# ---- block 1 ----
Fig. 1: block 1, cells by drive strength
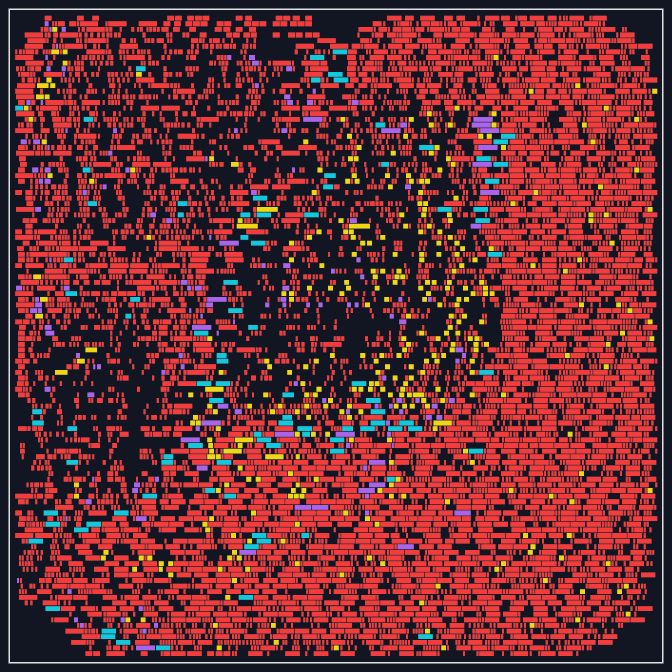

File: src/rtl/exe_muldiv.sv
// exe_muldiv: iterative RV32M multiply/divide unit for the execute stage.
// Multiplies take one cycle in MUL; divides run a 32-step restoring loop then a sign fix-up.
module exe_muldiv #(
  parameter int XLEN = 32
) (
  input  logic            clk_i,
  input  logic            rst_n_i,
  input  logic            flush_i,
  input  logic            start_i,
  input  logic [2:0]      op_i,
  input  logic [XLEN-1:0] rs1_i,
  input  logic [XLEN-1:0] rs2_i,
  output logic            stall_req_o,
  output logic            busy_o,
  output logic            done_o,
  output logic [XLEN-1:0] result_o
);
  typedef enum logic [2:0] {IDLE, MUL, DIV, FIX, DONE} state_t;
  state_t state_q, state_d;
  logic [4:0] cnt_q, cnt_d;
  logic [2:0] op_q, op_d;
  logic [XLEN-1:0] a_q, a_d, b_q, b_d, rem_q, rem_d, quo_q, quo_d, result_q, result_d;
  logic accept, div_zero, div_ovf;
  logic [XLEN-1:0] abs_a, dvs, spec_res, fix_q, fix_r;
  logic [XLEN:0] shifted, diff;
  logic [2*XLEN-1:0] a_ext, b_ext, prod;
  assign accept   = state_q == IDLE && start_i && !flush_i;
  assign div_zero = rs2_i == '0;
  assign div_ovf  = !op_i[0] && rs1_i == {1'b1, {(XLEN-1){1'b0}}} && &rs2_i;
  assign spec_res = div_zero ? (op_i[1] ? rs1_i : '1) : (op_i[1] ? '0 : rs1_i);
  assign abs_a    = (!op_i[0] && rs1_i[XLEN-1]) ? -rs1_i : rs1_i;
  assign dvs      = (!op_q[0] && b_q[XLEN-1]) ? -b_q : b_q;
  assign shifted  = {rem_q, quo_q[XLEN-1]};
  assign diff     = shifted - {1'b0, dvs};
  // Sign-extending to 64 bits lets one unsigned multiply cover all three signedness modes.
  assign a_ext    = {{XLEN{op_q[1:0] != 2'b11 && a_q[XLEN-1]}}, a_q};
  assign b_ext    = {{XLEN{!op_q[1] && b_q[XLEN-1]}}, b_q};
  assign prod     = a_ext * b_ext;
  assign fix_q    = (!op_q[0] && (a_q[XLEN-1] ^ b_q[XLEN-1])) ? -quo_q : quo_q;
  assign fix_r    = (!op_q[0] && a_q[XLEN-1]) ? -rem_q : rem_q;
  always_comb begin
    state_d  = state_q;
    cnt_d    = cnt_q;
    op_d     = op_q;
    a_d      = a_q;
    b_d      = b_q;
    rem_d    = rem_q;
    quo_d    = quo_q;
    result_d = result_q;
    if (flush_i) begin
      state_d = IDLE;
      cnt_d   = '0;
    end else begin
      case (state_q)
        IDLE: if (start_i) begin
          op_d    = op_i;
          a_d     = rs1_i;
          b_d     = rs2_i;
          rem_d   = '0;
          quo_d   = abs_a;
          cnt_d   = '0;
          state_d = !op_i[2] ? MUL : (div_zero || div_ovf) ? DONE : DIV;
          if (op_i[2] && (div_zero || div_ovf)) result_d = spec_res;
        end
        MUL: begin
          result_d = op_q[1:0] == 2'b00 ? prod[XLEN-1:0] : prod[2*XLEN-1:XLEN];
          state_d  = DONE;
        end
        DIV: begin
          rem_d   = diff[XLEN] ? shifted[XLEN-1:0] : diff[XLEN-1:0];
          quo_d   = {quo_q[XLEN-2:0], !diff[XLEN]};
          cnt_d   = cnt_q + 5'd1;
          state_d = cnt_q == 5'd31 ? FIX : DIV;
        end
        FIX: begin
          result_d = op_q[1] ? fix_r : fix_q;
          state_d  = DONE;
        end
        default: state_d = IDLE;
      endcase
    end
  end
  always_ff @(posedge clk_i or negedge rst_n_i) begin
    if (!rst_n_i) begin
      state_q  <= IDLE;
      cnt_q    <= '0;
      op_q     <= '0;
      a_q      <= '0;
      b_q      <= '0;
      rem_q    <= '0;
      quo_q    <= '0;
      result_q <= '0;
    end else begin
      state_q  <= state_d;
      cnt_q    <= cnt_d;
      op_q     <= op_d;
      a_q      <= a_d;
      b_q      <= b_d;
      rem_q    <= rem_d;
      quo_q    <= quo_d;
      result_q <= result_d;
    end
  end
  assign stall_req_o = accept || state_q == MUL || state_q == DIV || state_q == FIX;
  assign busy_o      = state_q != IDLE;
  assign done_o      = state_q == DONE;
  assign result_o    = result_q;
endmodule
File: config.mk
export PLATFORM = sky130hd
export DESIGN_NAME = exe_muldiv
export DESIGN_NICKNAME = d
export VERILOG_FILES = /design/src/rtl/exe_muldiv.sv
export SDC_FILE = /design/constraint.sdc
export NUM_CORES = 2
export LEC_CHECK = 0
export ABC_AREA = 1
export CAP_MARGIN = 0
export CORE_MARGIN = 2
export CORE_UTILIZATION = 56
export CTS_BUF_LIST = sky130_fd_sc_hd__clkbuf_2 sky130_fd_sc_hd__clkbuf_4 sky130_fd_sc_hd__clkbuf_8
export DETAILED_ROUTE_END_ITERATION = 12
export GPL_TIMING_DRIVEN = 1
export PLACE_DENSITY = 0.76
export SETUP_SLACK_MARGIN = 0.1
export SLEW_MARGIN = 10
export SYNTH_ARGS = -nofsm -noshare
export SYNTH_HDL_FRONTEND = slang
export SYNTH_SLANG_ARGS = --single-unit
File: constraint.sdc
create_clock -name clk_i -period 7.8 [get_ports clk_i]
set_input_delay 0.78 -clock clk_i [delete_from_list [all_inputs] [get_ports clk_i]]
set_output_delay 0.78 -clock clk_i [all_outputs]
set_load 0.01 [all_outputs]
# ---- block 2 ----
===== config.mk =====
export PLATFORM = sky130hd
export DESIGN_NAME = output_pack_writer_flat
export DESIGN_NICKNAME = d
export VERILOG_FILES = /design/src/rtl/output_pack_writer_pkg.sv /design/src/rtl/output_pack_writer_if.sv /design/src/rtl/output_pack_writer_convert.sv /design/src/rtl/output_pack_writer.sv /design/src/flat_wrapper.sv
export SDC_FILE = /design/constraint.sdc
export NUM_CORES = 1
export LEC_CHECK = 0
export CAP_MARGIN = 0
export CORE_ASPECT_RATIO = 0.75
export CORE_UTILIZATION = 42
export CTS_CLUSTER_SIZE = 10
export DETAILED_ROUTE_END_ITERATION = 8
export PLACE_DENSITY = 0.71
export RECOVER_POWER = 50
export SKIP_CTS_REPAIR_TIMING = 1
export SYNTH_ARGS = -nofsm -noshare
export SYNTH_HDL_FRONTEND = slang
export SYNTH_HIERARCHICAL = 1
export SYNTH_SLANG_ARGS = --single-unit

===== constraint.sdc =====
create_clock -name clk -period 16.5 [get_ports clk]
set_input_delay 1.65 -clock clk [delete_from_list [all_inputs] [get_ports clk]]
set_output_delay 1.65 -clock clk [all_outputs]
set_load 0.1 [all_outputs]

===== src/rtl/output_pack_writer_pkg.sv =====
// Shared types and helpers for output_pack_writer: FSM states, lane/address
// width derivations and the result-to-pixel conversion.
package output_pack_pkg;

    typedef enum logic [1:0] {
        IDLE  = 2'd0,
        FILL  = 2'd1,
        DRAIN = 2'd2,
        DONE  = 2'd3
    } state_e;

    // Lane index width for a given pixels-per-word count
    function automatic int unsigned lane_w(input int unsigned pack);
        return $clog2(pack);
    endfunction

    // Pixel address width: RAM word address plus lane index
    function automatic int unsigned pix_aw(input int unsigned ram_aw, input int unsigned pack);
        return ram_aw + lane_w(pack);
    endfunction

    // Binary threshold (strictly greater) or clamp to [0, 2^pix_w-1]
    function automatic logic [63:0] pix_convert(input logic signed [63:0] value,
                                                 input logic signed [63:0] thresh,
                                                 input int unsigned        pix_w,
                                                 input logic               saturate);
        logic signed [63:0] max_v;
        max_v = (64'sd1 <<< pix_w) - 64'sd1;
        if (saturate) begin
            if (value < 64'sd0)
                return '0;
            else if (value > max_v)
                return max_v;
            else
                return value;
        end
        return (value > thresh) ? '1 : '0;
    endfunction

endpackage


===== src/rtl/output_pack_writer_if.sv =====
// Result stream, RAM port and host readback bundle for output_pack_writer.
interface output_pack_writer_if #(
    parameter int unsigned DATA_W = 32,
    parameter int unsigned PIX_W  = 8,
    parameter int unsigned PACK   = 8,
    parameter int unsigned RAM_AW = 16
);
    logic                     start;
    logic                     in_valid;
    logic signed [DATA_W-1:0] in_data;
    logic                     in_ready;
    logic                     ram_we;
    logic [PACK-1:0]          ram_be;
    logic [RAM_AW-1:0]        ram_addr;
    logic [PACK*PIX_W-1:0]    ram_wdata;
    logic [PACK*PIX_W-1:0]    ram_rdata;
    logic [RAM_AW-1:0]        host_addr;
    logic [PACK*PIX_W-1:0]    host_rd_data;
    logic                     busy;
    logic                     output_ready;
    logic                     frame_done;

    modport master (
        output start, in_valid, in_data, ram_rdata, host_addr,
        input  in_ready, ram_we, ram_be, ram_addr, ram_wdata, host_rd_data,
               busy, output_ready, frame_done
    );

    modport slave (
        input  start, in_valid, in_data, ram_rdata, host_addr,
        output in_ready, ram_we, ram_be, ram_addr, ram_wdata, host_rd_data,
               busy, output_ready, frame_done
    );
endinterface


===== src/rtl/output_pack_writer_convert.sv =====
// Combinational result-to-pixel conversion. Define OUTPUT_PACK_SATURATE_EN to
// clamp instead of applying the binary threshold.
module pixel_convert
    import output_pack_pkg::*;
#(
    parameter int unsigned DATA_W = 32,
    parameter int unsigned PIX_W  = 8,
    parameter int          THRESH = 128
) (
    input  logic signed [DATA_W-1:0] in_data,
    output logic [PIX_W-1:0]         pix_c
);
`ifdef OUTPUT_PACK_SATURATE_EN
    localparam logic SATURATE = 1'b1;
`else
    localparam logic SATURATE = 1'b0;
`endif

    assign pix_c = PIX_W'(pix_convert(64'(in_data), 64'(THRESH), PIX_W, SATURATE));
endmodule


===== src/rtl/output_pack_writer.sv =====
// Frame writer: converts results to pixels, packs PACK lanes per RAM word with
// byte enables, skips border slots and hands the RAM to the host when done.
// Optional clamp conversion selected by OUTPUT_PACK_SATURATE_EN.
module output_pack_writer
    import output_pack_pkg::*;
#(
    parameter int unsigned DATA_W    = 32,
    parameter int unsigned PIX_W     = 8,
    parameter int unsigned PACK      = 8,
    parameter int unsigned RAM_AW    = 16,
    parameter int unsigned VALID_W   = 638,
    parameter int unsigned SKIP      = 2,
    parameter int unsigned NUM_ROWS  = 478,
    parameter int unsigned START_PIX = 0,
    parameter int          THRESH    = 128
) (
    input logic                 clk,
    input logic                 reset,
    output_pack_writer_if.slave bus
);
    localparam int unsigned LANE_W = lane_w(PACK);
    localparam int unsigned PIX_AW = pix_aw(RAM_AW, PACK);
    localparam int unsigned COL_W  = $clog2(VALID_W + 1);
    localparam int unsigned ROW_W  = $clog2(NUM_ROWS + 1);
    localparam int unsigned WORD_W = PACK * PIX_W;

    localparam logic [63:0] FRAME_END = 64'(START_PIX) + 64'(NUM_ROWS) * 64'(VALID_W + SKIP);
    localparam logic [63:0] CAPACITY  = 64'(PACK) << RAM_AW;

    if (FRAME_END > CAPACITY) begin : g_bad_span
        $fatal(1, "output_pack_writer: frame does not fit in RAM");
    end
    if ((PACK == 0) || ((PACK & (PACK - 1)) != 0)) begin : g_bad_pack
        $fatal(1, "output_pack_writer: PACK must be a power of two");
    end

    state_e              state;
    logic [PIX_AW-1:0]   pix_addr;
    logic [COL_W-1:0]    col;
    logic [ROW_W-1:0]    row;
    logic [WORD_W-1:0]   pack_q;
    logic [PACK-1:0]     be_q;
    logic [RAM_AW-1:0]   wr_addr_q;
    logic [WORD_W-1:0]   wdata_q;
    logic [PACK-1:0]     ram_be_q;
    logic                ram_we_q;
    logic                in_ready_q;
    logic                busy_q;
    logic                output_ready_q;
    logic                frame_done_q;

    logic [PIX_W-1:0]    pix_c;
    logic [LANE_W-1:0]   lane_c;
    logic [WORD_W-1:0]   pack_ins_c;
    logic [PACK-1:0]     be_ins_c;
    logic                accept_c;
    logic                col_last_c;
    logic                flush_c;
    logic                frame_last_c;

    pixel_convert #(
        .DATA_W (DATA_W),
        .PIX_W  (PIX_W),
        .THRESH (THRESH)
    ) u_convert (
        .in_data (bus.in_data),
        .pix_c   (pix_c)
    );

    assign accept_c     = bus.in_valid && in_ready_q;
    assign lane_c       = pix_addr[LANE_W-1:0];
    assign col_last_c   = (col == COL_W'(VALID_W - 1));
    assign flush_c      = (lane_c == LANE_W'(PACK - 1)) || col_last_c;
    assign frame_last_c = col_last_c && (row == ROW_W'(NUM_ROWS - 1));

    // Pack register and enables with the incoming pixel merged into its lane
    always_comb begin
        pack_ins_c = pack_q;
        pack_ins_c[lane_c*PIX_W +: PIX_W] = pix_c;
        be_ins_c = be_q | (PACK'(1) << lane_c);
    end

    always_ff @(posedge clk or posedge reset) begin
        if (reset) begin
            state          <= IDLE;
            pix_addr       <= '0;
            col            <= '0;
            row            <= '0;
            pack_q         <= '0;
            be_q           <= '0;
            wr_addr_q      <= '0;
            wdata_q        <= '0;
            ram_be_q       <= '0;
            ram_we_q       <= 1'b0;
            in_ready_q     <= 1'b0;
            busy_q         <= 1'b0;
            output_ready_q <= 1'b0;
            frame_done_q   <= 1'b0;
        end else begin
            ram_we_q     <= 1'b0;
            ram_be_q     <= '0;
            frame_done_q <= 1'b0;
            case (state)
                IDLE, DONE: begin
                    if (bus.start) begin
                        state          <= FILL;
                        pix_addr       <= PIX_AW'(START_PIX);
                        col            <= '0;
                        row            <= '0;
                        pack_q         <= '0;
                        be_q           <= '0;
                        in_ready_q     <= 1'b1;
                        busy_q         <= 1'b1;
                        output_ready_q <= 1'b0;
                    end
                end
                FILL: begin
                    if (accept_c) begin
                        if (flush_c) begin
                            ram_we_q  <= 1'b1;
                            ram_be_q  <= be_ins_c;
                            wdata_q   <= pack_ins_c;
                            wr_addr_q <= pix_addr[PIX_AW-1:LANE_W];
                            pack_q    <= '0;
                            be_q      <= '0;
                        end else begin
                            pack_q <= pack_ins_c;
                            be_q   <= be_ins_c;
                        end
                        // Row end jumps over the border slots
                        if (col_last_c) begin
                            pix_addr <= pix_addr + PIX_AW'(1 + SKIP);
                            col      <= '0;
                            row      <= row + ROW_W'(1);
                        end else begin
                            pix_addr <= pix_addr + PIX_AW'(1);
                            col      <= col + COL_W'(1);
                        end
                        if (frame_last_c) begin
                            state      <= DRAIN;
                            in_ready_q <= 1'b0;
                        end
                    end
                end
                DRAIN: begin
                    state          <= DONE;
                    busy_q         <= 1'b0;
                    output_ready_q <= 1'b1;
                    frame_done_q   <= 1'b1;
                end
                default: state <= IDLE;
            endcase
        end
    end

    assign bus.in_ready     = in_ready_q;
    assign bus.ram_we       = ram_we_q;
    assign bus.ram_be       = ram_be_q;
    assign bus.ram_wdata    = wdata_q;
    assign bus.ram_addr     = output_ready_q ? bus.host_addr : wr_addr_q;
    assign bus.host_rd_data = bus.ram_rdata;
    assign bus.busy         = busy_q;
    assign bus.output_ready = output_ready_q;
    assign bus.frame_done   = frame_done_q;
endmodule


===== src/flat_wrapper.sv =====
// flat-port wrapper written by rule: the top's interface ports become plain ports
module output_pack_writer_flat import output_pack_pkg::*;
#(
    parameter int unsigned DATA_W    = 32,
    parameter int unsigned PIX_W     = 8,
    parameter int unsigned PACK      = 8,
    parameter int unsigned RAM_AW    = 16,
    parameter int unsigned VALID_W   = 638,
    parameter int unsigned SKIP      = 2,
    parameter int unsigned NUM_ROWS  = 478,
    parameter int unsigned START_PIX = 0,
    parameter int          THRESH    = 128
)
  (clk, reset, bus_start, bus_in_valid, bus_in_data, bus_ram_rdata, bus_host_addr, bus_in_ready, bus_ram_we, bus_ram_be, bus_ram_addr, bus_ram_wdata, bus_host_rd_data, bus_busy, bus_output_ready, bus_frame_done);
  output_pack_writer_if #(.DATA_W(DATA_W), .PIX_W(PIX_W), .PACK(PACK), .RAM_AW(RAM_AW)) bus_i ();
  input logic clk;
  input logic reset;
  input wire logic [$bits(bus_i.start)-1:0] bus_start;
  input wire logic [$bits(bus_i.in_valid)-1:0] bus_in_valid;
  input wire logic [$bits(bus_i.in_data)-1:0] bus_in_data;
  input wire logic [$bits(bus_i.ram_rdata)-1:0] bus_ram_rdata;
  input wire logic [$bits(bus_i.host_addr)-1:0] bus_host_addr;
  output wire logic [$bits(bus_i.in_ready)-1:0] bus_in_ready;
  output wire logic [$bits(bus_i.ram_we)-1:0] bus_ram_we;
  output wire logic [$bits(bus_i.ram_be)-1:0] bus_ram_be;
  output wire logic [$bits(bus_i.ram_addr)-1:0] bus_ram_addr;
  output wire logic [$bits(bus_i.ram_wdata)-1:0] bus_ram_wdata;
  output wire logic [$bits(bus_i.host_rd_data)-1:0] bus_host_rd_data;
  output wire logic [$bits(bus_i.busy)-1:0] bus_busy;
  output wire logic [$bits(bus_i.output_ready)-1:0] bus_output_ready;
  output wire logic [$bits(bus_i.frame_done)-1:0] bus_frame_done;
  assign bus_i.start = bus_start;
  assign bus_i.in_valid = bus_in_valid;
  assign bus_i.in_data = bus_in_data;
  assign bus_i.ram_rdata = bus_ram_rdata;
  assign bus_i.host_addr = bus_host_addr;
  assign bus_in_ready = bus_i.in_ready;
  assign bus_ram_we = bus_i.ram_we;
  assign bus_ram_be = bus_i.ram_be;
  assign bus_ram_addr = bus_i.ram_addr;
  assign bus_ram_wdata = bus_i.ram_wdata;
  assign bus_host_rd_data = bus_i.host_rd_data;
  assign bus_busy = bus_i.busy;
  assign bus_output_ready = bus_i.output_ready;
  assign bus_frame_done = bus_i.frame_done;
  output_pack_writer #(.DATA_W(DATA_W), .PIX_W(PIX_W), .PACK(PACK), .RAM_AW(RAM_AW), .VALID_W(VALID_W), .SKIP(SKIP), .NUM_ROWS(NUM_ROWS), .START_PIX(START_PIX), .THRESH(THRESH)) u_core (.clk(clk), .reset(reset), .bus(bus_i));
endmodule

Fig. 2: block 2, gate families picked out
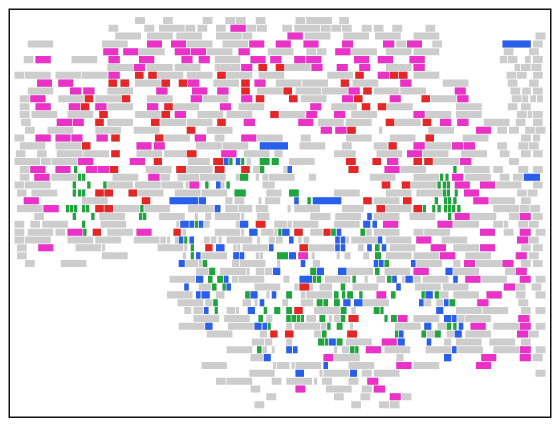
| colour | family | cells | most used |
|---|---|---|---|
| magenta | mux cells | 148 | mux2_2 |
| blue | aoi and oai cells | 89 | a21oi_1 |
| red | non-inverting ao/oa cells | 80 | a22o_1 |
| green | nand cells | 122 | nand2_1 |

==> flow_summary_export.csv, block 2 <==
group,metric,value,unit
final_timing,setup_ws,8.23,ns
cts,cts_made_buffers,24,
synth,top_area_cell,"dfrtp_1",
route,via_count,7176,
global_route,grt_use_met2,25.5,%
critical_path,worstPathCellList,"dlygate4sd3_1, clkinvlp_2, clkbuf_1",
cts,cts_sinks,205,
cts,path_clk_slew,0.06,ns
route,first_pass_iters,5,
route,wl_met2,9760,um
outcome,run_status,"finished, violations left",
final_timing,max-slew-margin-rel,-320,%
placed_design,dp_hpwl,14400,um
finish,lay_top_count,"dfrtp_1",
critical_path,slowest_delay,3.44,ns
global_route,antenna_found_initial,0,
min_path,whs_endpoint,"u_core/pack_q[63]$_DFFE_PP0P_",
final_timing,fin_tns_setup,0,ns
finish,fin_cells,1294,
cts,clockRootBuffer,"clkbuf_16",
placed_design,io_buffers,144,
finish,mi_logic_area,0.00475,mm2
finish,layout.nets,1084,
finish,final_area,0.0125,mm2
route,post_drt_wl_per_cell,17.8,um
critical_path,slowest_stage,"clkinvlp_2",
synth,synthesis.instances,900,
final_timing,grt_setup_unrepaired,"false",
route,wl_met1,11500,um
final_timing,tightest_slew,6.26,ns
critical_path,crit_arrival,8.16,ns
die,coreArea,0.0251,mm2
cts,cts_buffer_depth,3,
synth,ys_chip_area,0.0108,mm2
die,row_count,50,
critical_path,crit_required,16.38,ns
die,ios,273,
finish,ff_count,205,
route,routed_wl,23000,um
route,final_antenna_net_count,0,
synth,ys_ff,205,
final_timing,finalCritPeriodShare,50.1,%
min_path,min_path_cells,2,
critical_path,ff2ff_setup_slack,10.79,ns
outcome,violations,"capacitance limit, slew limit",
final_timing,finalMaxSlewViolations,226,
job,cap_violations,3,
synth,logic_family,"multiplexers",
finish,bufAreaShareNonClock,12.0,%
finish,clk_share,5.20,%
global_route,grt_start_max_net_pins,144,
Fig. 3: block 1, signal wires by layer
Only two layers are drawn.
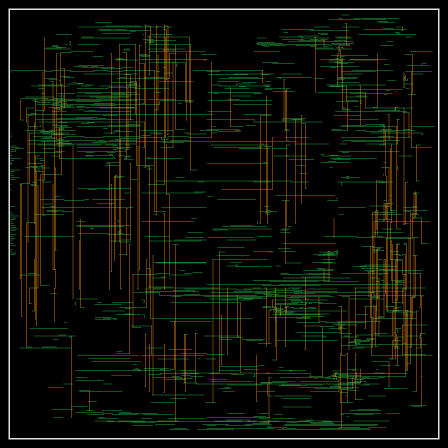
| colour | layer | wire length |
|---|---|---|
| green | M3 | 16200 um |
| orange | M4 | 9880 um |

Notes on Fig. 1 above:
| colour | size | cells |
|---|---|---|
| cyan | x6 and larger | 95 |
| yellow | x3 and x4 | 360 |
| purple | x2 | 154 |
| red | x1 and smaller | 6974 |

==> flow_summary_export.csv, block 1 <==
group,metric,value,unit
synth,avgSynthCellArea,7.35,um2
final_timing,fmax,133,MHz
final_timing,tightest_slew,1.22,ns
synth,ys_sh_mux,0,%
synth,top_area_cell,"fa_1",
critical_path,crit_required,8.27,ns
critical_path,crit_type,"flop to flop",
global_route,grtUsageMet3,6.47,%
synth,simple_gate_share,21.5,%
final_timing,finalCritPeriodShare,96.4,%
global_route,grt-ovfl-total,0,
synth,synthesis.instances,7390,
global_route,first_global_vias,50700,
global_route,met1_usage,52.0,%
die,core_util_floorplan,56.3,%
finish,antenna_cells,5,
finish,layout_top_cells,"1947 x nand2_1, 1890 x inv_1, 1118 x fa_1",
outcome,run_status,"finished clean",
critical_path,crit_path_start_kind,"flop",
final_timing,grt_setup_unrepaired,"true",
route,highest_layer,"met4",
die,die-height,315,um
critical_path,ff2ff_setup_slack,0.28,ns
finish,final_area,0.0600,mm2
route,via_count,48800,
critical_path,slowest_stage,"fa_1",
route,post_drt_wl_per_cell,21.5,um
critical_path,cp_num_buf_inv,9,
final_timing,finalMaxSlewViolations,0,
global_route,grt_usage,39.6,%
finish,fillers,8729,
finish,n_clock_buffer,17,
synth,ys_chip_area,0.0543,mm2
critical_path,crit_arrival,7.99,ns
route,viasPerCell,5.50,
placed_design,postPlaceCellArea,0.0592,mm2
finish,flop_area,0.00429,mm2
critical_path,reg2reg_to,"result_o[14]$_DFFE_PN0P_",
synth,yosys-top-cells-count,"1958 x nand2_1, 1896 x inv_1, 1126 x fa_1",
cts,post_cts_buffers,0,
critical_path,slowest_delay,0.60,ns
route,final_antenna_net_count,0,
finish,n_all_buffers,501,
final_timing,setup_ws,0.283,ns
finish,layout.nets,9018,
die,die-area,0.0995,mm2


## Gallery

Track usage over the die.
shot_01.png
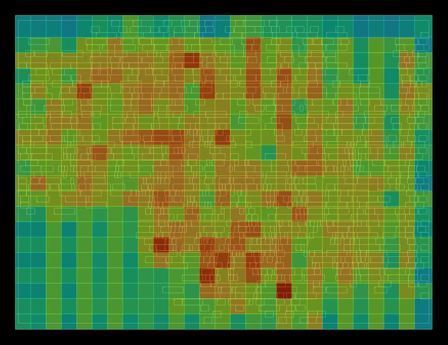
shot_02.png
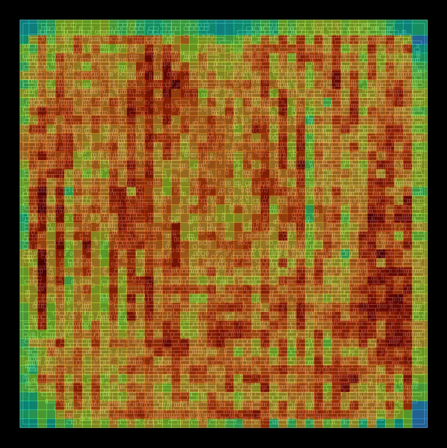
- most wire per cell: shot_02.png
- highest utilization: shot_02.png
- shot_01.png = block 2
- shot_02.png = block 1

